=== act_stream_unit ===
act_stream_unit, routing congestion map:
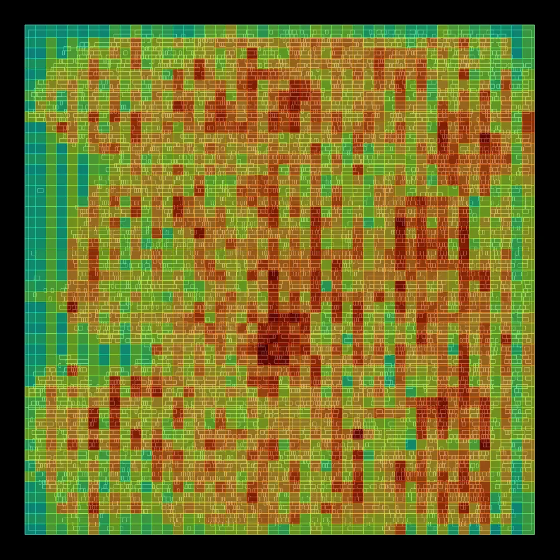

## src/rtl/act_stream_unit.sv

```systemverilog
// Two-stage streaming fixed-point activation engine (LReLU, sigmoid-3/5 segment, tanh-5 segment).
// Optional saturation counter on the sat_count port, built only when ACT_SAT_COUNT_EN is defined.
module act_stream_unit #(
  parameter int WIDTH = 16,
  parameter int FRAC  = 8,
  parameter int LANES = 4
) (
  input  logic                     clk,
  input  logic                     rst,
  input  logic                     in_valid,
  output logic                     in_ready,
  input  logic [1:0]               in_mode,
  input  logic [WIDTH-1:0]         in_alpha,
  input  logic [LANES*WIDTH-1:0]   in_data,
  output logic                     out_valid,
  input  logic                     out_ready,
  output logic [LANES*WIDTH-1:0]   out_data
`ifdef ACT_SAT_COUNT_EN
  ,
  output logic [31:0]              sat_count
`endif
);

  localparam int XW = 2 * WIDTH;
  typedef logic signed [XW-1:0] wide_t;

  localparam wide_t ZERO = '0;
  localparam wide_t ONE  = wide_t'(1) << FRAC;
  localparam wide_t HALF = wide_t'(1) << (FRAC - 1);
  localparam wide_t TWO  = wide_t'(1) << (FRAC + 1);
  localparam wide_t B1   = wide_t'(7) << (FRAC - 1);
  localparam wide_t B2   = wide_t'(3) << (FRAC - 1);
  localparam wide_t C25  = wide_t'(25) << (FRAC - 5);
  localparam wide_t C7   = wide_t'(7) << (FRAC - 5);
  localparam wide_t C12  = wide_t'(12) << (FRAC - 5);
  localparam wide_t MAXV = {{(WIDTH + 1){1'b0}}, {(WIDTH - 1){1'b1}}};
  localparam wide_t MINV = {{(WIDTH + 1){1'b1}}, {(WIDTH - 1){1'b0}}};

  // Segment codes decoded in S1; HI/LO are the flat segments of modes 1-3.
  localparam logic [2:0] SEG_LIN = 3'd0;
  localparam logic [2:0] SEG_HI  = 3'd1;
  localparam logic [2:0] SEG_LO  = 3'd2;
  localparam logic [2:0] SEG_UP  = 3'd3;
  localparam logic [2:0] SEG_DN  = 3'd4;
  localparam logic [2:0] SEG_POS = 3'd5;
  localparam logic [2:0] SEG_NEG = 3'd6;

  function automatic wide_t sext(input logic [WIDTH-1:0] v);
    return {{WIDTH{v[WIDTH-1]}}, v};
  endfunction

  logic                   v1, v2;
  logic                   s1_adv, s2_adv;
  logic [LANES*WIDTH-1:0] x1;
  logic [1:0]             mode1;
  logic [2:0]             seg1   [LANES];
  wide_t                  prod1  [LANES];
  logic [2:0]             seg_c  [LANES];
  wide_t                  prod_c [LANES];
  logic [LANES*WIDTH-1:0] res_c;

  assign s2_adv    = !v2 || out_ready;
  assign s1_adv    = !v1 || s2_adv;
  assign in_ready  = s1_adv;
  assign out_valid = v2;

  always_comb begin
    for (int i = 0; i < LANES; i++) begin
      wide_t xw;
      xw        = sext(in_data[i*WIDTH +: WIDTH]);
      prod_c[i] = sext(in_alpha) * xw;
      seg_c[i]  = SEG_LIN;
      case (in_mode)
        2'd0: seg_c[i] = (xw > ZERO) ? SEG_POS : SEG_NEG;
        2'd1: begin
          if (xw > TWO)        seg_c[i] = SEG_HI;
          else if (xw < -TWO)  seg_c[i] = SEG_LO;
        end
        2'd2: begin
          if (xw >= B1)        seg_c[i] = SEG_HI;
          else if (xw <= -B1)  seg_c[i] = SEG_LO;
          else if (xw > B2)    seg_c[i] = SEG_UP;
          else if (xw < -B2)   seg_c[i] = SEG_DN;
        end
        default: begin
          if (xw >= B2)        seg_c[i] = SEG_HI;
          else if (xw <= -B2)  seg_c[i] = SEG_LO;
          else if (xw > HALF)  seg_c[i] = SEG_UP;
          else if (xw < -HALF) seg_c[i] = SEG_DN;
        end
      endcase
    end
  end

`ifdef ACT_SAT_COUNT_EN
  logic [LANES-1:0] sat_c;
  logic [LANES-1:0] sat2;
  logic [31:0]      sat_add;
`endif

  always_comb begin
    res_c = '0;
`ifdef ACT_SAT_COUNT_EN
    sat_c = '0;
`endif
    for (int i = 0; i < LANES; i++) begin
      wide_t xw;
      wide_t w;
      xw = sext(x1[i*WIDTH +: WIDTH]);
      w  = xw;
      case (mode1)
        2'd0: w = (seg1[i] == SEG_POS) ? xw : (prod1[i] >>> FRAC);
        2'd1: begin
          case (seg1[i])
            SEG_HI:  w = ONE;
            SEG_LO:  w = ZERO;
            default: w = ((xw >>> 1) + ONE) >>> 1;
          endcase
        end
        2'd2: begin
          case (seg1[i])
            SEG_HI:  w = ONE;
            SEG_LO:  w = ZERO;
            SEG_UP:  w = (xw >>> 4) + C25;
            SEG_DN:  w = (xw >>> 4) + C7;
            default: w = (xw >>> 2) + HALF;
          endcase
        end
        default: begin
          case (seg1[i])
            SEG_HI:  w = ONE;
            SEG_LO:  w = -ONE;
            SEG_UP:  w = (xw >>> 2) + C12;
            SEG_DN:  w = (xw >>> 2) - C12;
            default: w = xw;
          endcase
        end
      endcase
      if (w > MAXV)      res_c[i*WIDTH +: WIDTH] = MAXV[WIDTH-1:0];
      else if (w < MINV) res_c[i*WIDTH +: WIDTH] = MINV[WIDTH-1:0];
      else               res_c[i*WIDTH +: WIDTH] = w[WIDTH-1:0];
`ifdef ACT_SAT_COUNT_EN
      sat_c[i] = ((mode1 != 2'd0) && (seg1[i] == SEG_HI || seg1[i] == SEG_LO))
                 || (w > MAXV) || (w < MINV);
`endif
    end
  end

  always_ff @(posedge clk) begin
    if (rst) begin
      v1       <= 1'b0;
      v2       <= 1'b0;
      out_data <= '0;
    end else begin
      if (s1_adv) begin
        v1 <= in_valid;
        if (in_valid) begin
          x1    <= in_data;
          mode1 <= in_mode;
          seg1  <= seg_c;
          prod1 <= prod_c;
        end
      end
      if (s2_adv) begin
        v2 <= v1;
        if (v1) out_data <= res_c;
      end
    end
  end

`ifdef ACT_SAT_COUNT_EN
  // Flags ride with the S2 beat so a stalled beat is counted only at its handshake.
  always_comb begin
    sat_add = '0;
    for (int i = 0; i < LANES; i++) sat_add = sat_add + 32'(sat2[i]);
  end

  always_ff @(posedge clk) begin
    if (rst) begin
      sat2      <= '0;
      sat_count <= '0;
    end else begin
      if (s2_adv && v1) sat2 <= sat_c;
      if (v2 && out_ready) sat_count <= sat_count + sat_add;
    end
  end
`endif

endmodule

```

## config.mk

```make
export PLATFORM = sky130hd
export DESIGN_NAME = act_stream_unit
export DESIGN_NICKNAME = d
export VERILOG_FILES = /design/src/rtl/act_stream_unit.sv
export SDC_FILE = /design/constraint.sdc
export NUM_CORES = 2
export LEC_CHECK = 0
export ABC_CLOCK_PERIOD_IN_PS = 17600
export CORE_MARGIN = 2
export CORE_UTILIZATION = 50
export CTS_BUF_LIST = sky130_fd_sc_hd__clkbuf_16
export CTS_CLUSTER_SIZE = 8
export DETAILED_ROUTE_END_ITERATION = 16
export GPL_ROUTABILITY_DRIVEN = 0
export HOLD_SLACK_MARGIN = 0.03
export PLACE_DENSITY_LB_ADDON = 0.08
export SYNTH_ARGS = -nofsm -noshare
export SYNTH_HDL_FRONTEND = slang
export SYNTH_SLANG_ARGS = --single-unit
```

## constraint.sdc

```tcl
create_clock -name clk -period 17.6 [get_ports clk]
set_input_delay 4.4 -clock clk [delete_from_list [all_inputs] [get_ports clk]]
set_output_delay 4.4 -clock clk [all_outputs]
set_load 0.1 [all_outputs]
```

=== frame_cfg_sync_flat ===
===== src/rtl/frame_cfg_sync_pkg.sv =====
// Shared types and constants for the frame configuration holder.
// Reset values of the active/shadow configuration and the default
// legal-range limits live here so every file agrees on them.
package frame_cfg_pkg;

    // Default field widths
    localparam int unsigned CFG_M_W_DEF  = 3;
    localparam int unsigned CFG_SS_W_DEF = 4;
    localparam int unsigned CFG_BW_W_DEF = 3;

    // One channel's configuration at the default widths
    typedef struct packed {
        logic [CFG_M_W_DEF-1:0]  m;
        logic [CFG_SS_W_DEF-1:0] ss;
        logic [CFG_BW_W_DEF-1:0] bw;
    } cfg_t;

    // Reset values of active and shadow registers
    localparam int unsigned CFG_M_RST  = 1;
    localparam int unsigned CFG_SS_RST = 1;
    localparam int unsigned CFG_BW_RST = 0;

    // Default largest legal values
    localparam int unsigned CFG_M_MAX_DEF  = 5;
    localparam int unsigned CFG_SS_MAX_DEF = 10;
    localparam int unsigned CFG_BW_MAX_DEF = 4;

endpackage


===== src/rtl/frame_cfg_sync_if.sv =====
// Configuration write bus: valid/ready handshake carrying a channel
// mask and the requested M/SS/BW, plus the out-of-range error pulse.
interface frame_cfg_sync_if #(
    parameter int unsigned NCH  = 2,
    parameter int unsigned M_W  = 3,
    parameter int unsigned SS_W = 4,
    parameter int unsigned BW_W = 3
);
    logic            cfg_valid;
    logic            cfg_ready;
    logic [NCH-1:0]  cfg_mask;
    logic [M_W-1:0]  cfg_m;
    logic [SS_W-1:0] cfg_ss;
    logic [BW_W-1:0] cfg_bw;
    logic            cfg_err;

    modport master (
        output cfg_valid, cfg_mask, cfg_m, cfg_ss, cfg_bw,
        input  cfg_ready, cfg_err
    );

    modport slave (
        input  cfg_valid, cfg_mask, cfg_m, cfg_ss, cfg_bw,
        output cfg_ready, cfg_err
    );
endinterface


===== src/rtl/frame_cfg_sync_chan.sv =====
// One frame path: shadow register filled by writes, active register
// updated from the shadow only on an enabled start-of-frame, pending
// flag and one-cycle applied pulse. A write and a commit in the same
// cycle commit the old shadow and leave the new value pending.
module frame_cfg_chan
    import frame_cfg_pkg::*;
#(
    parameter int unsigned M_W  = CFG_M_W_DEF,
    parameter int unsigned SS_W = CFG_SS_W_DEF,
    parameter int unsigned BW_W = CFG_BW_W_DEF
) (
    input  logic            clk,
    input  logic            rst,
    input  logic            wr_en_i,
    input  logic [M_W-1:0]  wr_m_i,
    input  logic [SS_W-1:0] wr_ss_i,
    input  logic [BW_W-1:0] wr_bw_i,
    input  logic            sof_i,
    output logic [M_W-1:0]  act_m_o,
    output logic [SS_W-1:0] act_ss_o,
    output logic [BW_W-1:0] act_bw_o,
    output logic            pending_o,
    output logic            applied_o
);

    localparam logic [M_W-1:0]  M_RST_C  = M_W'(CFG_M_RST);
    localparam logic [SS_W-1:0] SS_RST_C = SS_W'(CFG_SS_RST);
    localparam logic [BW_W-1:0] BW_RST_C = BW_W'(CFG_BW_RST);

    logic [M_W-1:0]  sh_m_q,  sh_m_d,  act_m_q,  act_m_d;
    logic [SS_W-1:0] sh_ss_q, sh_ss_d, act_ss_q, act_ss_d;
    logic [BW_W-1:0] sh_bw_q, sh_bw_d, act_bw_q, act_bw_d;
    logic            pending_q, pending_d, applied_q, applied_d;
    logic            commit_s;

    // Next-state: commit uses the pre-write shadow; a write always re-arms pending
    always_comb begin
        commit_s = sof_i & pending_q;
        if (commit_s) begin
            act_m_d  = sh_m_q;
            act_ss_d = sh_ss_q;
            act_bw_d = sh_bw_q;
        end else begin
            act_m_d  = act_m_q;
            act_ss_d = act_ss_q;
            act_bw_d = act_bw_q;
        end
        if (wr_en_i) begin
            sh_m_d    = wr_m_i;
            sh_ss_d   = wr_ss_i;
            sh_bw_d   = wr_bw_i;
            pending_d = 1'b1;
        end else begin
            sh_m_d    = sh_m_q;
            sh_ss_d   = sh_ss_q;
            sh_bw_d   = sh_bw_q;
            pending_d = pending_q & ~commit_s;
        end
        applied_d = commit_s;
    end

    // Channel state registers with synchronous reset
    always_ff @(posedge clk) begin
        if (rst) begin
            sh_m_q    <= M_RST_C;
            sh_ss_q   <= SS_RST_C;
            sh_bw_q   <= BW_RST_C;
            act_m_q   <= M_RST_C;
            act_ss_q  <= SS_RST_C;
            act_bw_q  <= BW_RST_C;
            pending_q <= 1'b0;
            applied_q <= 1'b0;
        end else begin
            sh_m_q    <= sh_m_d;
            sh_ss_q   <= sh_ss_d;
            sh_bw_q   <= sh_bw_d;
            act_m_q   <= act_m_d;
            act_ss_q  <= act_ss_d;
            act_bw_q  <= act_bw_d;
            pending_q <= pending_d;
            applied_q <= applied_d;
        end
    end

    assign act_m_o   = act_m_q;
    assign act_ss_o  = act_ss_q;
    assign act_bw_o  = act_bw_q;
    assign pending_o = pending_q;
    assign applied_o = applied_q;

endmodule


===== src/rtl/frame_cfg_sync.sv =====
// Per-channel modem configuration holder (M, SS, BW) with frame-aligned
// commit and post-reset delayed ready.
// Optional per-channel start-of-frame counters: define FRAME_CFG_FRAME_CNT_EN.
// Range limits are assumed representable in their field widths.
module frame_cfg_sync
    import frame_cfg_pkg::*;
#(
    parameter int unsigned NCH     = 2,
    parameter int unsigned M_W     = CFG_M_W_DEF,
    parameter int unsigned SS_W    = CFG_SS_W_DEF,
    parameter int unsigned BW_W    = CFG_BW_W_DEF,
    parameter int unsigned M_MAX   = CFG_M_MAX_DEF,
    parameter int unsigned SS_MAX  = CFG_SS_MAX_DEF,
    parameter int unsigned BW_MAX  = CFG_BW_MAX_DEF,
    parameter int unsigned RST_DLY = 100
) (
    input  logic                clk,
    input  logic                rst,
    frame_cfg_sync_if.slave     cfg_if,
    input  logic [NCH-1:0]      sof,
    output logic [NCH*M_W-1:0]  act_m,
    output logic [NCH*SS_W-1:0] act_ss,
    output logic [NCH*BW_W-1:0] act_bw,
    output logic [NCH-1:0]      cfg_pending,
    output logic [NCH-1:0]      cfg_applied,
    output logic                rst_done
`ifdef FRAME_CFG_FRAME_CNT_EN
    ,
    output logic [NCH*16-1:0]   frame_cnt,
    input  logic                frame_cnt_clr
`endif
);

    localparam logic [15:0]     DLY_C    = 16'(RST_DLY);
    localparam logic [M_W-1:0]  M_MAX_C  = M_W'(M_MAX);
    localparam logic [SS_W-1:0] SS_MAX_C = SS_W'(SS_MAX);
    localparam logic [BW_W-1:0] BW_MAX_C = BW_W'(BW_MAX);

    logic [15:0]    dly_cnt_q, dly_cnt_d;
    logic           rst_done_q, rst_done_d;
    logic           err_q, err_d;
    logic           hs_s, legal_s;
    logic [NCH-1:0] wr_en_s, sof_en_s;

    // Handshake, range check, write fan-out and gated start-of-frame
    always_comb begin
        hs_s    = cfg_if.cfg_valid & rst_done_q;
        legal_s = (cfg_if.cfg_m  <= M_MAX_C) &&
                  (cfg_if.cfg_ss <= SS_MAX_C) &&
                  (cfg_if.cfg_bw <= BW_MAX_C);
        if (hs_s && legal_s) begin
            wr_en_s = cfg_if.cfg_mask;
        end else begin
            wr_en_s = {NCH{1'b0}};
        end
        if (rst_done_q) begin
            sof_en_s = sof;
        end else begin
            sof_en_s = {NCH{1'b0}};
        end
        err_d = hs_s & ~legal_s;
    end

    // Delay counter saturates at RST_DLY; ready latches on reaching it
    always_comb begin
        if (dly_cnt_q < DLY_C) begin
            dly_cnt_d = dly_cnt_q + 16'd1;
        end else begin
            dly_cnt_d = dly_cnt_q;
        end
        rst_done_d = rst_done_q | (dly_cnt_q == DLY_C);
    end

    // Delay counter, ready flag and error pulse registers
    always_ff @(posedge clk) begin
        if (rst) begin
            dly_cnt_q  <= 16'd0;
            rst_done_q <= 1'b0;
            err_q      <= 1'b0;
        end else begin
            dly_cnt_q  <= dly_cnt_d;
            rst_done_q <= rst_done_d;
            err_q      <= err_d;
        end
    end

    assign cfg_if.cfg_ready = rst_done_q;
    assign cfg_if.cfg_err   = err_q;
    assign rst_done         = rst_done_q;

    for (genvar gi = 0; gi < NCH; gi++) begin : g_chan
        frame_cfg_chan #(
            .M_W  (M_W),
            .SS_W (SS_W),
            .BW_W (BW_W)
        ) u_chan (
            .clk       (clk),
            .rst       (rst),
            .wr_en_i   (wr_en_s[gi]),
            .wr_m_i    (cfg_if.cfg_m),
            .wr_ss_i   (cfg_if.cfg_ss),
            .wr_bw_i   (cfg_if.cfg_bw),
            .sof_i     (sof_en_s[gi]),
            .act_m_o   (act_m[gi*M_W +: M_W]),
            .act_ss_o  (act_ss[gi*SS_W +: SS_W]),
            .act_bw_o  (act_bw[gi*BW_W +: BW_W]),
            .pending_o (cfg_pending[gi]),
            .applied_o (cfg_applied[gi])
        );
    end

`ifdef FRAME_CFG_FRAME_CNT_EN
    logic [NCH-1:0][15:0] fcnt_q, fcnt_d;

    // Per-channel wrapping frame counters; clear beats increment
    always_comb begin
        for (int i = 0; i < NCH; i++) begin
            if (frame_cnt_clr) begin
                fcnt_d[i] = 16'd0;
            end else if (sof_en_s[i]) begin
                fcnt_d[i] = fcnt_q[i] + 16'd1;
            end else begin
                fcnt_d[i] = fcnt_q[i];
            end
        end
    end

    // Frame counter registers
    always_ff @(posedge clk) begin
        if (rst) begin
            fcnt_q <= {NCH{16'd0}};
        end else begin
            fcnt_q <= fcnt_d;
        end
    end

    assign frame_cnt = fcnt_q;
`endif

endmodule


===== src/flat_wrapper.sv =====
// flat-port wrapper written by rule: the top's interface ports become plain ports
module frame_cfg_sync_flat import frame_cfg_pkg::*;
#(
    parameter int unsigned NCH     = 2,
    parameter int unsigned M_W     = CFG_M_W_DEF,
    parameter int unsigned SS_W    = CFG_SS_W_DEF,
    parameter int unsigned BW_W    = CFG_BW_W_DEF,
    parameter int unsigned M_MAX   = CFG_M_MAX_DEF,
    parameter int unsigned SS_MAX  = CFG_SS_MAX_DEF,
    parameter int unsigned BW_MAX  = CFG_BW_MAX_DEF,
    parameter int unsigned RST_DLY = 100
)
  (clk, rst, sof, act_m, act_ss, act_bw, cfg_pending, cfg_applied, rst_done, cfg_if_cfg_valid, cfg_if_cfg_mask, cfg_if_cfg_m, cfg_if_cfg_ss, cfg_if_cfg_bw, cfg_if_cfg_ready, cfg_if_cfg_err);
  frame_cfg_sync_if #(.NCH(NCH), .M_W(M_W), .SS_W(SS_W), .BW_W(BW_W)) cfg_if_i ();
  input  logic clk;
  input  logic rst;
  input  logic [NCH-1:0] sof;
  output logic [NCH*M_W-1:0] act_m;
  output logic [NCH*SS_W-1:0] act_ss;
  output logic [NCH*BW_W-1:0] act_bw;
  output logic [NCH-1:0] cfg_pending;
  output logic [NCH-1:0] cfg_applied;
  output logic rst_done;
  input wire logic [$bits(cfg_if_i.cfg_valid)-1:0] cfg_if_cfg_valid;
  input wire logic [$bits(cfg_if_i.cfg_mask)-1:0] cfg_if_cfg_mask;
  input wire logic [$bits(cfg_if_i.cfg_m)-1:0] cfg_if_cfg_m;
  input wire logic [$bits(cfg_if_i.cfg_ss)-1:0] cfg_if_cfg_ss;
  input wire logic [$bits(cfg_if_i.cfg_bw)-1:0] cfg_if_cfg_bw;
  output wire logic [$bits(cfg_if_i.cfg_ready)-1:0] cfg_if_cfg_ready;
  output wire logic [$bits(cfg_if_i.cfg_err)-1:0] cfg_if_cfg_err;
  assign cfg_if_i.cfg_valid = cfg_if_cfg_valid;
  assign cfg_if_i.cfg_mask = cfg_if_cfg_mask;
  assign cfg_if_i.cfg_m = cfg_if_cfg_m;
  assign cfg_if_i.cfg_ss = cfg_if_cfg_ss;
  assign cfg_if_i.cfg_bw = cfg_if_cfg_bw;
  assign cfg_if_cfg_ready = cfg_if_i.cfg_ready;
  assign cfg_if_cfg_err = cfg_if_i.cfg_err;
  frame_cfg_sync #(.NCH(NCH), .M_W(M_W), .SS_W(SS_W), .BW_W(BW_W), .M_MAX(M_MAX), .SS_MAX(SS_MAX), .BW_MAX(BW_MAX), .RST_DLY(RST_DLY)) u_core (.clk(clk), .rst(rst), .cfg_if(cfg_if_i), .sof(sof), .act_m(act_m), .act_ss(act_ss), .act_bw(act_bw), .cfg_pending(cfg_pending), .cfg_applied(cfg_applied), .rst_done(rst_done));
endmodule

===== config.mk =====
export PLATFORM = sky130hd
export DESIGN_NAME = frame_cfg_sync_flat
export DESIGN_NICKNAME = d
export VERILOG_FILES = /design/src/rtl/frame_cfg_sync_pkg.sv /design/src/rtl/frame_cfg_sync_if.sv /design/src/rtl/frame_cfg_sync_chan.sv /design/src/rtl/frame_cfg_sync.sv /design/src/flat_wrapper.sv
export SDC_FILE = /design/constraint.sdc
export NUM_CORES = 1
export LEC_CHECK = 0
export CORE_MARGIN = 1.5
export CORE_UTILIZATION = 51
export CTS_CLUSTER_DIAMETER = 40
export DETAILED_ROUTE_END_ITERATION = 7
export PLACE_DENSITY = 0.87
export SETUP_SLACK_MARGIN = 0.05
export SYNTH_ARGS = -nofsm -noshare
export SYNTH_HDL_FRONTEND = slang
export SYNTH_SLANG_ARGS = --single-unit
export TNS_END_PERCENT = 10

===== constraint.sdc =====
create_clock -name clk -period 1.9 [get_ports clk]
set_input_delay 0.38 -clock clk [delete_from_list [all_inputs] [get_ports clk]]
set_output_delay 0.38 -clock clk [all_outputs]
set_load 0.01 [all_outputs]

=== regbank_dump ===
==> config.mk <==
export PLATFORM = sky130hd
export DESIGN_NAME = regbank_dump
export DESIGN_NICKNAME = d
export VERILOG_FILES = /design/src/rtl/regbank_dump.sv
export SDC_FILE = /design/constraint.sdc
export NUM_CORES = 1
export LEC_CHECK = 0
export CORE_UTILIZATION = 36
export CTS_BUF_LIST = sky130_fd_sc_hd__clkbuf_8
export CTS_CLUSTER_SIZE = 30
export DETAILED_ROUTE_END_ITERATION = 6
export PLACE_DENSITY_LB_ADDON = 0.12
export SETUP_SLACK_MARGIN = 0.4
export SLEW_MARGIN = 10
export SYNTH_ARGS = -nofsm -noshare
export SYNTH_HDL_FRONTEND = slang
export SYNTH_SLANG_ARGS = --single-unit
==> constraint.sdc <==
create_clock -name clock -period 5.45 [get_ports clock]
set_input_delay 1.09 -clock clock [delete_from_list [all_inputs] [get_ports clock]]
set_output_delay 1.09 -clock clock [all_outputs]
set_load 0.03 [all_outputs]
==> src/rtl/regbank_dump.sv <==
// Register-bank dump engine: reads every register and streams it MSB byte first
// over a valid/ready byte interface. Define REGBANK_DUMP_HEADER_EN to prefix the stream with 8'hA5.
module regbank_dump #(
  parameter int bits_wide = 32,
  parameter int reg_count = 32,
  parameter int addr_bits = 5
) (
  input  logic                 clock,
  input  logic                 reset,
  input  logic                 start,
  output logic                 busy,
  output logic                 done,
  output logic [addr_bits-1:0] rd_addr,
  output logic                 rd_enable,
  input  logic [bits_wide-1:0] rd_data,
  output logic [7:0]           tx_data,
  output logic                 tx_valid,
  input  logic                 tx_ready
);

  // state  | meaning
  // IDLE   | waiting for start
  // HEADER | presenting 8'hA5 marker (REGBANK_DUMP_HEADER_EN builds only)
  // READ   | rd_enable strobe for reg_index
  // WAIT   | bank registers rd_data; captured into shift_reg on exit
  // SEND   | streaming shift_reg bytes, MSB first
  // DONE   | one-cycle done pulse

  localparam int NBYTES = bits_wide / 8;
  localparam int BCW    = (NBYTES > 1) ? $clog2(NBYTES) : 1;
  localparam logic [BCW-1:0]       LAST_BYTE = BCW'(NBYTES - 1);
  localparam logic [addr_bits-1:0] LAST_REG  = addr_bits'(reg_count - 1);
  localparam logic [7:0]           HDR_BYTE  = 8'hA5;

`ifdef REGBANK_DUMP_HEADER_EN
  typedef enum logic [2:0] {IDLE, READ, WAIT, SEND, DONE, HEADER} state_t;
  localparam state_t FIRST_STATE = HEADER;
`else
  typedef enum logic [2:0] {IDLE, READ, WAIT, SEND, DONE} state_t;
  localparam state_t FIRST_STATE = READ;
`endif

  state_t               state;
  state_t               state_nxt;
  logic [addr_bits-1:0] reg_index;
  logic [BCW-1:0]       byte_cnt;
  logic [bits_wide-1:0] shift_reg;
  logic                 last_byte;
  logic                 last_reg;

  assign last_byte = (byte_cnt == LAST_BYTE);
  assign last_reg  = (reg_index == LAST_REG);
  // Address holds the last index outside READ, so it is simply the index register.
  assign rd_addr   = reg_index;

  always_ff @(posedge clock) begin
    if (!reset) begin
      state <= IDLE;
    end else begin
      state <= state_nxt;
    end
  end

  always_comb begin
    state_nxt = state;
    busy      = 1'b1;
    done      = 1'b0;
    rd_enable = 1'b0;
    tx_valid  = 1'b0;
    tx_data   = 8'h00;
    case (state)
      IDLE: begin
        busy = 1'b0;
        if (start) begin
          state_nxt = FIRST_STATE;
        end
      end
`ifdef REGBANK_DUMP_HEADER_EN
      HEADER: begin
        tx_valid = 1'b1;
        tx_data  = HDR_BYTE;
        if (tx_ready) begin
          state_nxt = READ;
        end
      end
`endif
      READ: begin
        rd_enable = 1'b1;
        state_nxt = WAIT;
      end
      WAIT: begin
        state_nxt = SEND;
      end
      SEND: begin
        tx_valid = 1'b1;
        tx_data  = shift_reg[bits_wide-1 -: 8];
        if (tx_ready && last_byte) begin
          state_nxt = last_reg ? DONE : READ;
        end
      end
      DONE: begin
        done      = 1'b1;
        state_nxt = IDLE;
      end
      default: begin
        state_nxt = IDLE;
      end
    endcase
  end

  always_ff @(posedge clock) begin
    if (!reset) begin
      reg_index <= '0;
      byte_cnt  <= '0;
      shift_reg <= '0;
    end else begin
      case (state)
        IDLE: begin
          if (start) begin
            reg_index <= '0;
          end
        end
        WAIT: begin
          shift_reg <= rd_data;
          byte_cnt  <= '0;
        end
        SEND: begin
          if (tx_ready) begin
            shift_reg <= shift_reg << 8;
            byte_cnt  <= byte_cnt + BCW'(1);
            // Index stays on the final register after the dump so rd_addr keeps it.
            if (last_byte && !last_reg) begin
              reg_index <= reg_index + addr_bits'(1);
            end
          end
        end
        default: begin
        end
      endcase
    end
  end

endmodule

=== pxs_vga_sync ===
<file path="src/rtl/pxs_vga_sync.sv">
// VGA raster timing generator emitting a registered PixelStream word with test patterns.
// Word layout (MSB..LSB): HS, VS, XC[9:0], YC[9:0], Active, RGB[2:0].
module pxs_vga_sync #(
   parameter int unsigned H_VIS    = 640,
   parameter int unsigned H_FP     = 16,
   parameter int unsigned H_SW     = 96,
   parameter int unsigned H_BP     = 48,
   parameter int unsigned V_VIS    = 480,
   parameter int unsigned V_FP     = 10,
   parameter int unsigned V_SW     = 2,
   parameter int unsigned V_BP     = 33,
   parameter logic        SYNC_POL = 1'b0
) (
   input  logic        px_clk,
   input  logic        reset,
   input  logic [1:0]  pattern_i,
   output logic [25:0] RGBStr_o,
   output logic        frame_start_o,
   output logic [7:0]  frame_cnt_o
);

   localparam int unsigned H_TOT = H_VIS + H_FP + H_SW + H_BP;
   localparam int unsigned V_TOT = V_VIS + V_FP + V_SW + V_BP;

   localparam logic [9:0] H_LAST   = 10'(H_TOT - 1);
   localparam logic [9:0] V_LAST   = 10'(V_TOT - 1);
   localparam logic [9:0] H_ACTEND = 10'(H_VIS);
   localparam logic [9:0] V_ACTEND = 10'(V_VIS);
   localparam logic [9:0] HS_BEG   = 10'(H_VIS + H_FP);
   localparam logic [9:0] HS_END   = 10'(H_VIS + H_FP + H_SW);
   localparam logic [9:0] VS_BEG   = 10'(V_VIS + V_FP);
   localparam logic [9:0] VS_END   = 10'(V_VIS + V_FP + V_SW);

   typedef enum logic [1:0] {
      PAT_BLACK = 2'd0,
      PAT_BARS  = 2'd1,
      PAT_CHECK = 2'd2,
      PAT_WHITE = 2'd3
   } pattern_t;

   logic [9:0] hcnt;
   logic [9:0] vcnt;
   pattern_t   sel;
   logic       h_wrap;
   logic       frame_wrap;
   logic       active;
   logic       hs;
   logic       vs;
   logic [2:0] bar;
   logic [2:0] rgb;

   assign h_wrap     = (hcnt == H_LAST);
   assign frame_wrap = h_wrap && (vcnt == V_LAST);
   assign active     = (hcnt < H_ACTEND) && (vcnt < V_ACTEND);
   assign hs         = (hcnt >= HS_BEG && hcnt < HS_END) ? SYNC_POL : ~SYNC_POL;
   assign vs         = (vcnt >= VS_BEG && vcnt < VS_END) ? SYNC_POL : ~SYNC_POL;

   // Bar index = number of eighth-of-width boundaries already passed (ceil keeps it equal to hcnt*8/H_VIS).
   always_comb begin
      bar = '0;
      for (int unsigned k = 1; k < 8; k++) begin
         if (hcnt >= 10'((k * H_VIS + 7) / 8)) bar = bar + 3'd1;
      end
   end

   always_comb begin
      rgb = '0;
      if (active) begin
         case (sel)
            PAT_BLACK: rgb = '0;
            PAT_BARS:  rgb = 3'd7 - bar;
            PAT_CHECK: rgb = (hcnt[5] ^ vcnt[5]) ? '1 : '0;
            PAT_WHITE: rgb = '1;
            default:   rgb = '0;
         endcase
      end
   end

   always_ff @(posedge px_clk) begin
      if (reset) begin
         hcnt          <= '0;
         vcnt          <= '0;
         sel           <= pattern_t'(pattern_i);
         frame_cnt_o   <= '0;
         frame_start_o <= 1'b0;
         RGBStr_o      <= {~SYNC_POL, ~SYNC_POL, 24'd0};
      end else begin
         RGBStr_o      <= {hs, vs, hcnt, vcnt, active, rgb};
         frame_start_o <= (hcnt == '0) && (vcnt == '0);
         if ((hcnt == '0) && (vcnt == '0)) frame_cnt_o <= frame_cnt_o + 8'd1;
         if (frame_wrap) sel <= pattern_t'(pattern_i);
         if (h_wrap) begin
            hcnt <= '0;
            vcnt <= (vcnt == V_LAST) ? '0 : vcnt + 10'd1;
         end else begin
            hcnt <= hcnt + 10'd1;
         end
      end
   end

endmodule

</file>
<file path="config.mk">
export PLATFORM = sky130hd
export DESIGN_NAME = pxs_vga_sync
export DESIGN_NICKNAME = d
export VERILOG_FILES = /design/src/rtl/pxs_vga_sync.sv
export SDC_FILE = /design/constraint.sdc
export NUM_CORES = 1
export LEC_CHECK = 0
export CORE_MARGIN = 4
export CORE_UTILIZATION = 56
export CTS_BUF_LIST = sky130_fd_sc_hd__clkbuf_4
export DETAILED_ROUTE_END_ITERATION = 6
export GPL_ROUTABILITY_DRIVEN = 0
export PLACE_DENSITY_LB_ADDON = 0.2
export SLEW_MARGIN = 15
export SYNTH_ARGS = -nofsm -noshare
export SYNTH_HDL_FRONTEND = slang
export SYNTH_SLANG_ARGS = --single-unit
</file>
<file path="constraint.sdc">
create_clock -name px_clk -period 4.8 [get_ports px_clk]
set_input_delay 0.96 -clock px_clk [delete_from_list [all_inputs] [get_ports px_clk]]
set_output_delay 0.96 -clock px_clk [all_outputs]
set_load 0.01 [all_outputs]
</file>
act_stream_unit, sequential cells colored by netlist name:
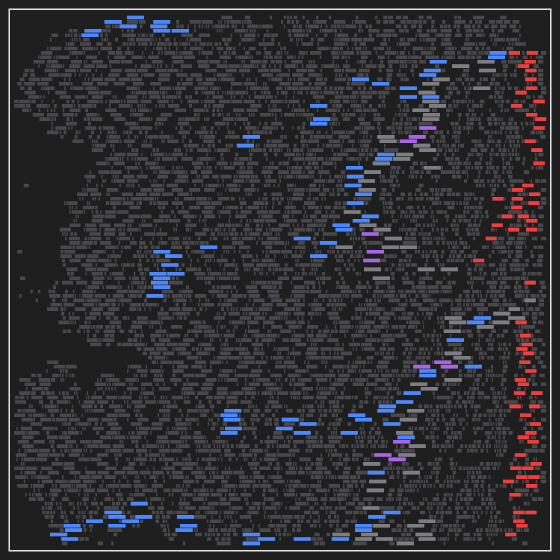
blue -> `prod1`  # placed flops 96
purple -> `seg1`  # placed flops 12
red -> `out_data`  # placed flops 64, where a vertical strip on the right
not colored = 68

## Picture notes: 'routing congestion map' of act_stream_unit
post-layout util: 53.7%
GRT Overall Usage: 28.4%
met3 GRT Util: 4.57%

==> deck_impl_summary.md, act_stream_unit <==
Physical Implementation Snapshot

Run status
  – Status: completed

Min path
  – Worst hold path class: reg -> reg
  – Hold path start: out_data[42]

CTS
  – TritonCTS buffer count: 39
  – CTS tree: done
  – Longest Clk Path Bufs: 3

Final layout
  – Flip-flops: 240
  – Non-clock buffer share: 3.51%
  – Largest cell class by area: combinational gates
  – Logic area: 41400 µm²
  – Fin cells: 7418
  – Comb/total area: 71.9%
  – Non-clock buffers: 229
  – CLK BUF: 39
  – Multi-Input Combinational: 4221

Synthesis
  – Ys async rst share: 0%
  – Cell Type Count: 80
  – Sequential cell area fraction in the yosys report: 12.1%
  – Synth top cell by count: inv_1
  – MUX area fraction: 1.02%
  – Dominant register cell: edfxtp_1
  – Top cells by count: inv_1 (1255), fa_1 (1044), nand2_1 (652)
  – Yosys warning tally: 0
  – Post-synth EDFFs: 174
  – Synthesized area: 53900 µm²
  – Yosys Instances: 6062
  – Ys flops: 240

Critical path
  – Flop2flop setup slack: 13.90 ns
  – R2R Path End: out_data[2]
  – Family with the most delay on the worst path: adder cells
  – FF-to-FF path depth: 8
  – Worst EP arrival: 11.51 ns
  – Setup CP Type: in -> reg

Floorplanning
  – Die width: 332 µm
  – Row cnt: 120
  – Chip area: 110000 µm²

Drt
  – Met1 WL: 67.6 mm
  – First drt pass iteration count: 6
  – Avg Vias per Cell: 5.63
  – Final WL: 153 mm
  – Met3 WL post-DR: 11.5 mm
  – Via count: 41700
  – DRT iter0 DRCs: 3739
  – Top layer used by detailed routing: met5

Placement
  – PortBufs: 151
  – Placed Instances: 7349

STA
  – Setup tns final: 0 ns
  – Hold Slack: 0.451 ns
  – Worst setup margin: 6.42 ns
  – Relative slew slack: 23.1%

Global routing
  – Met1 Use GR: 40.9%
  – First-pass GRT wire length: 246 mm
  – Grt ovf: 0

Flow run
  – Maxcap violations: 0
  – OpenROAD warnings: 42
-- act_stream_unit: registers in the layout (all words and copies together) (netlist names) --
signal and count:
mode1 2, out_data 64, out_valid 1, prod1 96, seg1 12, v1 1, x1 64
-- act_stream_unit: worst max-delay path by stage --
| stage | to | from | cells past startpoint |
|---|---|---|---|
| after floorplan | prod1[61] | in_data[39] | 23 |
| after global placement | prod1[127] | in_data[3] | 18 |
| after detailed placement | prod1[127] | in_data[3] | 18 |
| after CTS | prod1[127] | in_data[3] | 18 |
| after global routing | prod1[127] | in_data[3] | 22 |
| final | prod1[127] | in_data[3] | 18 |
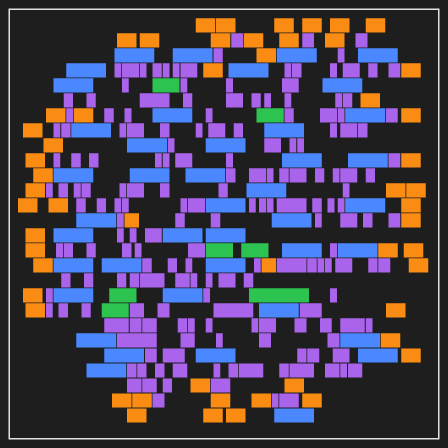
regbank_dump: cells colored by class
orange -> remaining buffers and delay cells  # cells 54, share of their area 21%
blue -> registers  # cells 42, share of their area 33%
green -> clock drivers and dummy loads  # cells 7, share of their area 4.4%
purple -> remaining logic cells  # cells 183, share of their area 42%

regbank_dump, routing congestion map:
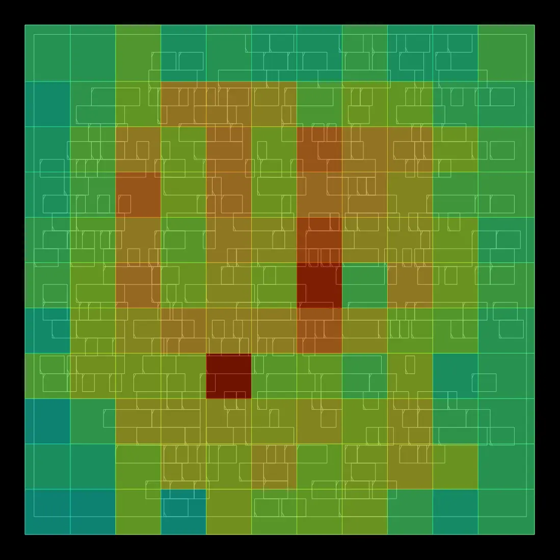
post-layout util: 48.3%
met2 Use GR: 25.8%
met1 Use GR: 23.5%
gr busiest metal: met2

==> deck_impl_summary.md, regbank_dump <==
Physical Implementation Snapshot

Critical path
  – Worst Setup SP: state[0]
  – Critical path depth: 5
  – RR Startpoint: state[0]

CTS
  – Post-CTS setup buffer count: 0
  – CTS Root Buffer Type: clkbuf_8

Synthesis
  – Yosys Instances: 248
  – Dominant register cell: dfxtp_1
  – Syn nets: 287
  – Avg Cell Area, Syn: 8.29 µm²
  – Leading area contributor after synthesis: dfxtp_1
  – Syn Inst Count: 248
  – Post-synth EDFFs: 0
  – Ys flops: 42
  – Max-area cell share: 40.9%

STA
  – Fin crit share: 70.7%
  – Hold Slack: 0.478 ns
  – Setup tns final: 0 ns
  – Fmax: 0.259 GHz

Global routing
  – Grt ovf: 0
  – First-pass GRT wire length: 8.15 mm

Final layout
  – Area Overhead vs Synth: 29.4%
  – Clk tree area frac: 4.23%
  – Multi-Input Combinational: 180
  – Flop share of the area: 31.6%
  – Inserted Diodes: 0
  – Fin cells: 358
  – Fraction of layout cells with a size suffix above 1: 6.29%
  – Flip-flops: 42

Placement
  – Area after DPL: 2550 µm²

Min path
  – Hold EP: shift_reg[13]
  – Hold path cells: 2

Drt
  – First drt pass iteration count: 4
  – Final antenna-violating net count: 0

Run status
  – Status: completed

Floorplanning
  – Die Y: 77.6 µm
## regbank_dump: layer usage
metal / up-vias / global-route usage, % / share of wire [%]
li1: 953 / - / -
met1: 820 / 23.5 / 50
met2: 56 / 25.8 / 43
met3: 4 / 4.59 / 5.6
met4: 0 / 6.79 / 1.3
met5: - / 0 / 0
## regbank_dump: cells by family after synthesis
| kind of cell | synth area share (%) |
|---|---|
| AND-OR/OR-AND | 25.2 |
| adder cells (fa/ha/maj) | 1.83 |
| buffers and inverters | 7.06 |
| flip-flops | 40.9 |
| multiplexers | 0.973 |
| AND/OR/NAND/NOR | 24.1 |
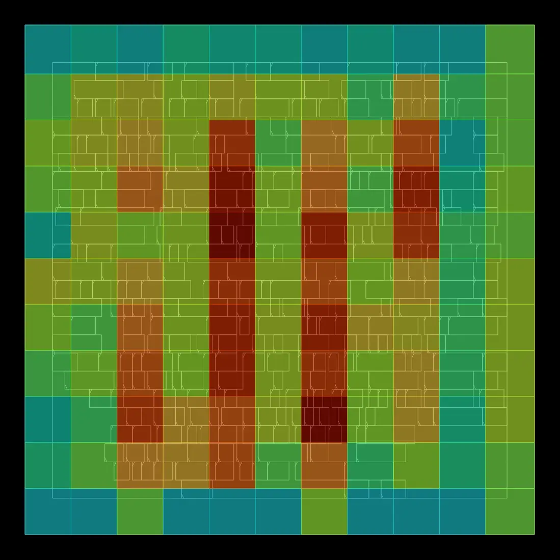
pxs_vga_sync: routing congestion map
met2 Use GR: 30.5%
post-layout util: 70.3%

==> deck_impl_summary.md, pxs_vga_sync <==
Physical Implementation Snapshot

Run status
  – Status: completed

Global routing
  – GRT Overall Usage: 19.0%
  – Grt ovf: 0

Placement
  – Dpl ws: 0.742 ns
  – PortBufs: 38
  – Placed Instances: 362

Critical path
  – Slowest-stage cell, CP: dfxtp_1
  – R2R Path End: RGBStr_o[2]
  – RR Startpoint: hcnt[8]
  – Crit Path Max Fanout: 16
  – Worst Setup EP: RGBStr_o[2]
  – Flop2flop setup slack: 0.72 ns
  – Critical-path cell list: or2_4, nor3b_1, inv_1, ha_1, nor3b_1, nor2_1, ha_1, xnor2_1, o32a_1, o31ai_1, ha_1, inv_1, a21boi_1, ha_1, o211a_1, xnor2_1, xnor3_1, a21oi_1, nor2b_1
  – Critical path depth: 19
  – Crit end category: flip-flop
  – Worst EP arrival: 4.37 ns

STA
  – Fin crit share: 84.9%
  – Max Slew Vio Count: 0
  – Setup tns final: 0 ns
  – Relative slew slack: 51.5%
  – Clock skew: 0.0123 ns
  – Worst slew pin tran: 0.717 ns
  – Hold Slack: 0.489 ns

Synthesis
  – Synthesized area: 2620 µm²
  – Ys async rst share: 0%
  – Syn nets: 304
  – Sequential cell area fraction in the yosys report: 44.4%
  – Adder share: 5.74%
  – Yosys xor share: 10.9%
  – Yosys Instances: 288
  – Area contributors post-synth: dfxtp_1 (42%), nor2_1 (6.2%), ha_1 (5.7%), xnor2_1 (5.0%), xor2_1 (5.0%)
  – Max-area cell share: 42.1%
  – Ys flops: 57

CTS
  – CTS tree: done

Final layout
  – Fin nets: 337
  – Most frequent cells in the layout: dfxtp_1 (55), nor2_1 (43), clkdlybuf4s50_1 (38), nor2b_1 (18)

Drt
  – Routed wire length per instance: 13.9 µm
  – Via count: 2082
  – Met3 WL post-DR: 312 µm
  – Residual DRC: 0
  – DR WL met2: 2.45 mm
  – Final WL: 5.27 mm
  – Avg Vias per Cell: 5.51
  – First drt pass iteration count: 4
  – DRT iter0 DRCs: 88

Min path
  – Worst hold path class: reg -> reg
  – Hold path cells: 1

Flow run
  – Maxcap violations: 0

Floorplanning
  – Die width: 76.3 µm
  – Row cnt: 24
  – Initial Util: 58.8%
## pxs_vga_sync: sequential cells by signal, indices dropped and copies added (netlist names)
signal	count
frame_cnt_o	8
hcnt	10
frame_start_o	1
RGBStr_o	26
vcnt	10
sel	2
## pxs_vga_sync: cell type report
type                            instances  area, µm²
Fill cell                             357       1320
Sequential cell                        57       1160
Multi-Input combinational cell        202       1340
Timing Repair Buffer                   39        388
Clock buffer                           11       82.6
Tap cell                               52       65.1
Clock inverter                          5       46.3
Inverter                               12       45.0
frame_cfg_sync_flat, routing congestion map:
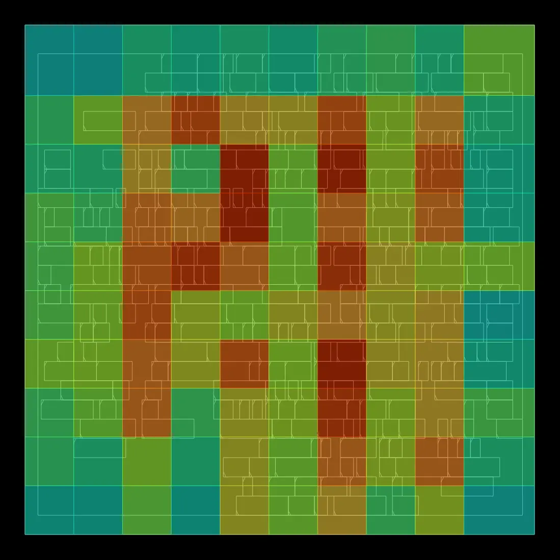
GRT Overall Usage: 20.4%
post-layout util: 69.1%
met2 Use GR: 34.1%
gr busiest metal: met2

frame_cfg_sync_flat, cells colored by class:
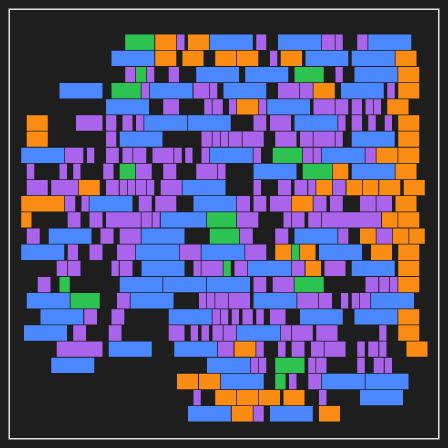
blue -> registers  # cells 62, share of their area 41%
green -> clock drivers and dummy loads  # cells 16, share of their area 5.5%
orange -> remaining buffers and delay cells  # cells 55, share of their area 17%
purple -> remaining logic cells  # cells 179, share of their area 36%
fin area: 3090 µm²
flop share of the area: 40.2%
row cnt: 24

==> deck_impl_summary.md, frame_cfg_sync_flat <==
Physical Implementation Snapshot

CTS
  – PostCTS Resize Cnt: 1
  – Post-CTS setup buffer count: 0
  – Longest Clk Path Bufs: 2

Placement
  – Area after DPL: 2920 µm²
  – PortBufs: 43

Final layout
  – Fin cells: 364
  – Fin nets: 326
  – Largest cell class by area: sequential cells
  – CLK BUF: 12
  – Non-clock buffers: 55

Synthesis
  – Max-area cell share: 51.0%
  – Ao+oa area frac: 8.89%
  – Syn nets: 279
  – Ys async rst share: 0%
  – Yosys xor share: 0.360%

STA
  – Relative slew slack: 70.5%
  – Worst slew pin tran: 0.441 ns
  – Setup-failing EPs final: 0
  – Final hold vios: 0

Floorplanning
  – Initial Util: 54.4%
  – Chip area: 5190 µm²
  – Tap Count: 52

Critical path
  – Worst EP required: 2.15 ns
  – Worst Setup SP: cfg_if_cfg_ss[1]
  – Startpoint Class: primary input
  – RR Startpoint: u_core.dly_cnt_q[7]
  – Worst Setup EP: u_core.g_chan[1].u_chan.sh_bw_q[2]
  – Setup CP Type: in -> reg

Min path
  – Hold EP: u_core.g_chan[1].u_chan.act_ss_o[1]
  – Hold path start: u_core.g_chan[1].u_chan.act_ss_o[1]

Global routing
  – Grt ovf: 0

Flow run
  – OpenROAD warnings: 27

Drt
  – Via count: 1910
  – DR WL met2: 2.55 mm

Run status
  – Status: completed
==> frame_cfg_sync_flat: critical path, stage by stage <==
cell             delay, ns
clkdlybuf4s50_1       0.43
a21o_1                0.22
a2111oi_4             0.40
and2_1                0.20
buf_4                 0.16
mux2i_1               0.21

==> notes/layouts.md <==
Pictures saved along the way, in no particular order.

Sizing map.
image #1
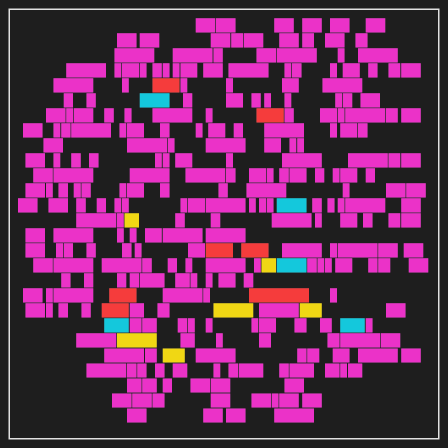
image #2
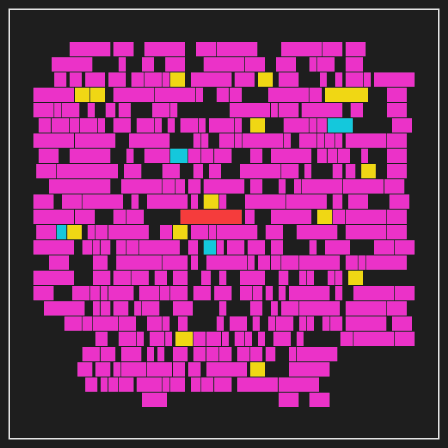
image #3
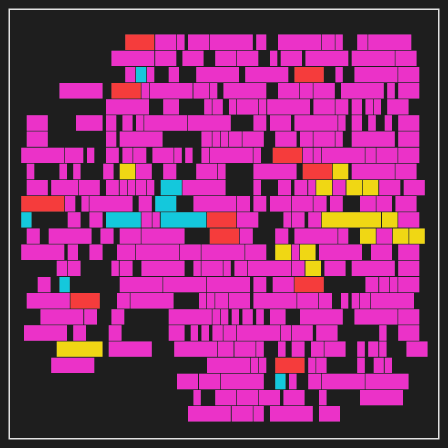
- image #2 = pxs_vga_sync
- image #1 = regbank_dump
- image #3 = frame_cfg_sync_flat



==> notes/layouts.md <==
Pictures saved along the way, in no particular order.

Sequential cells colored by netlist name.
picture 1
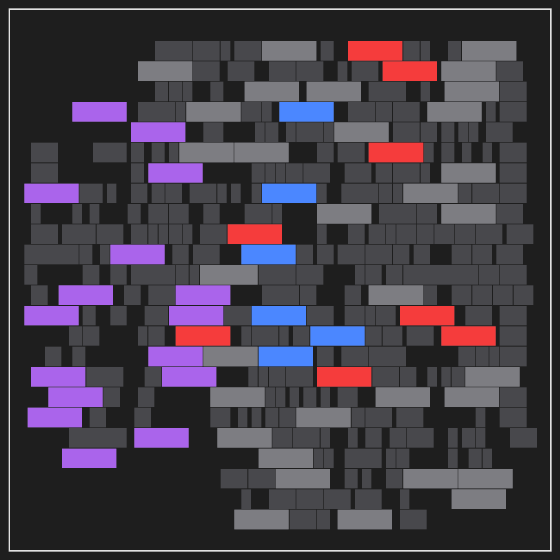
picture 2
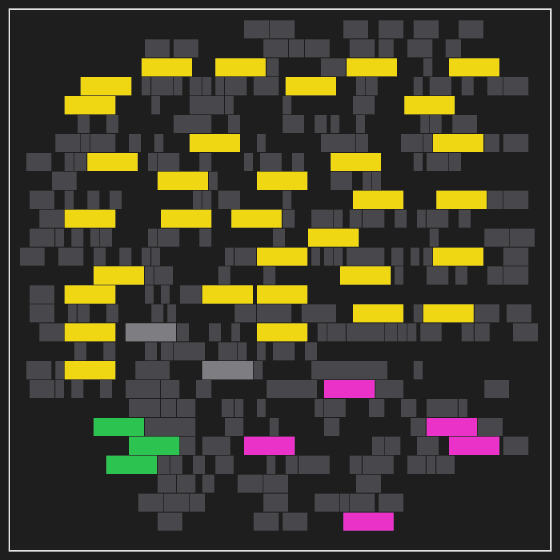
picture 3
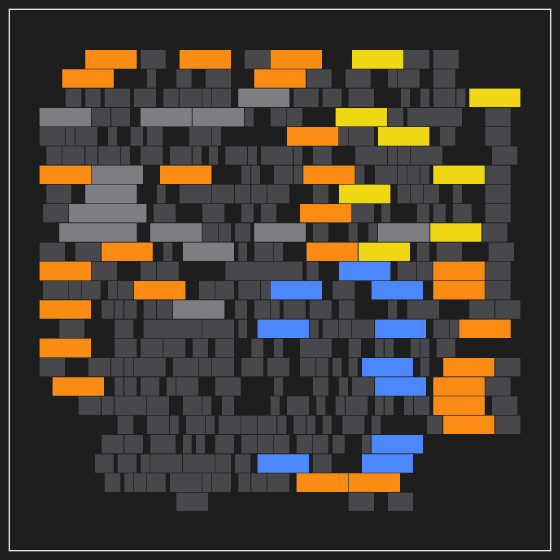
regbank_dump -> picture 2
pxs_vga_sync -> picture 3
frame_cfg_sync_flat -> picture 1
The one with the fewest sequential cells is picture 2.

Key to picture 1:
red -> `u_core.g_chan.u_chan.sh_ss_q`  # placed flops 8
purple -> `u_core.dly_cnt_q`  # placed flops 16
blue -> `u_core.g_chan.u_chan.sh_bw_q`  # placed flops 6, where center
not colored = 32

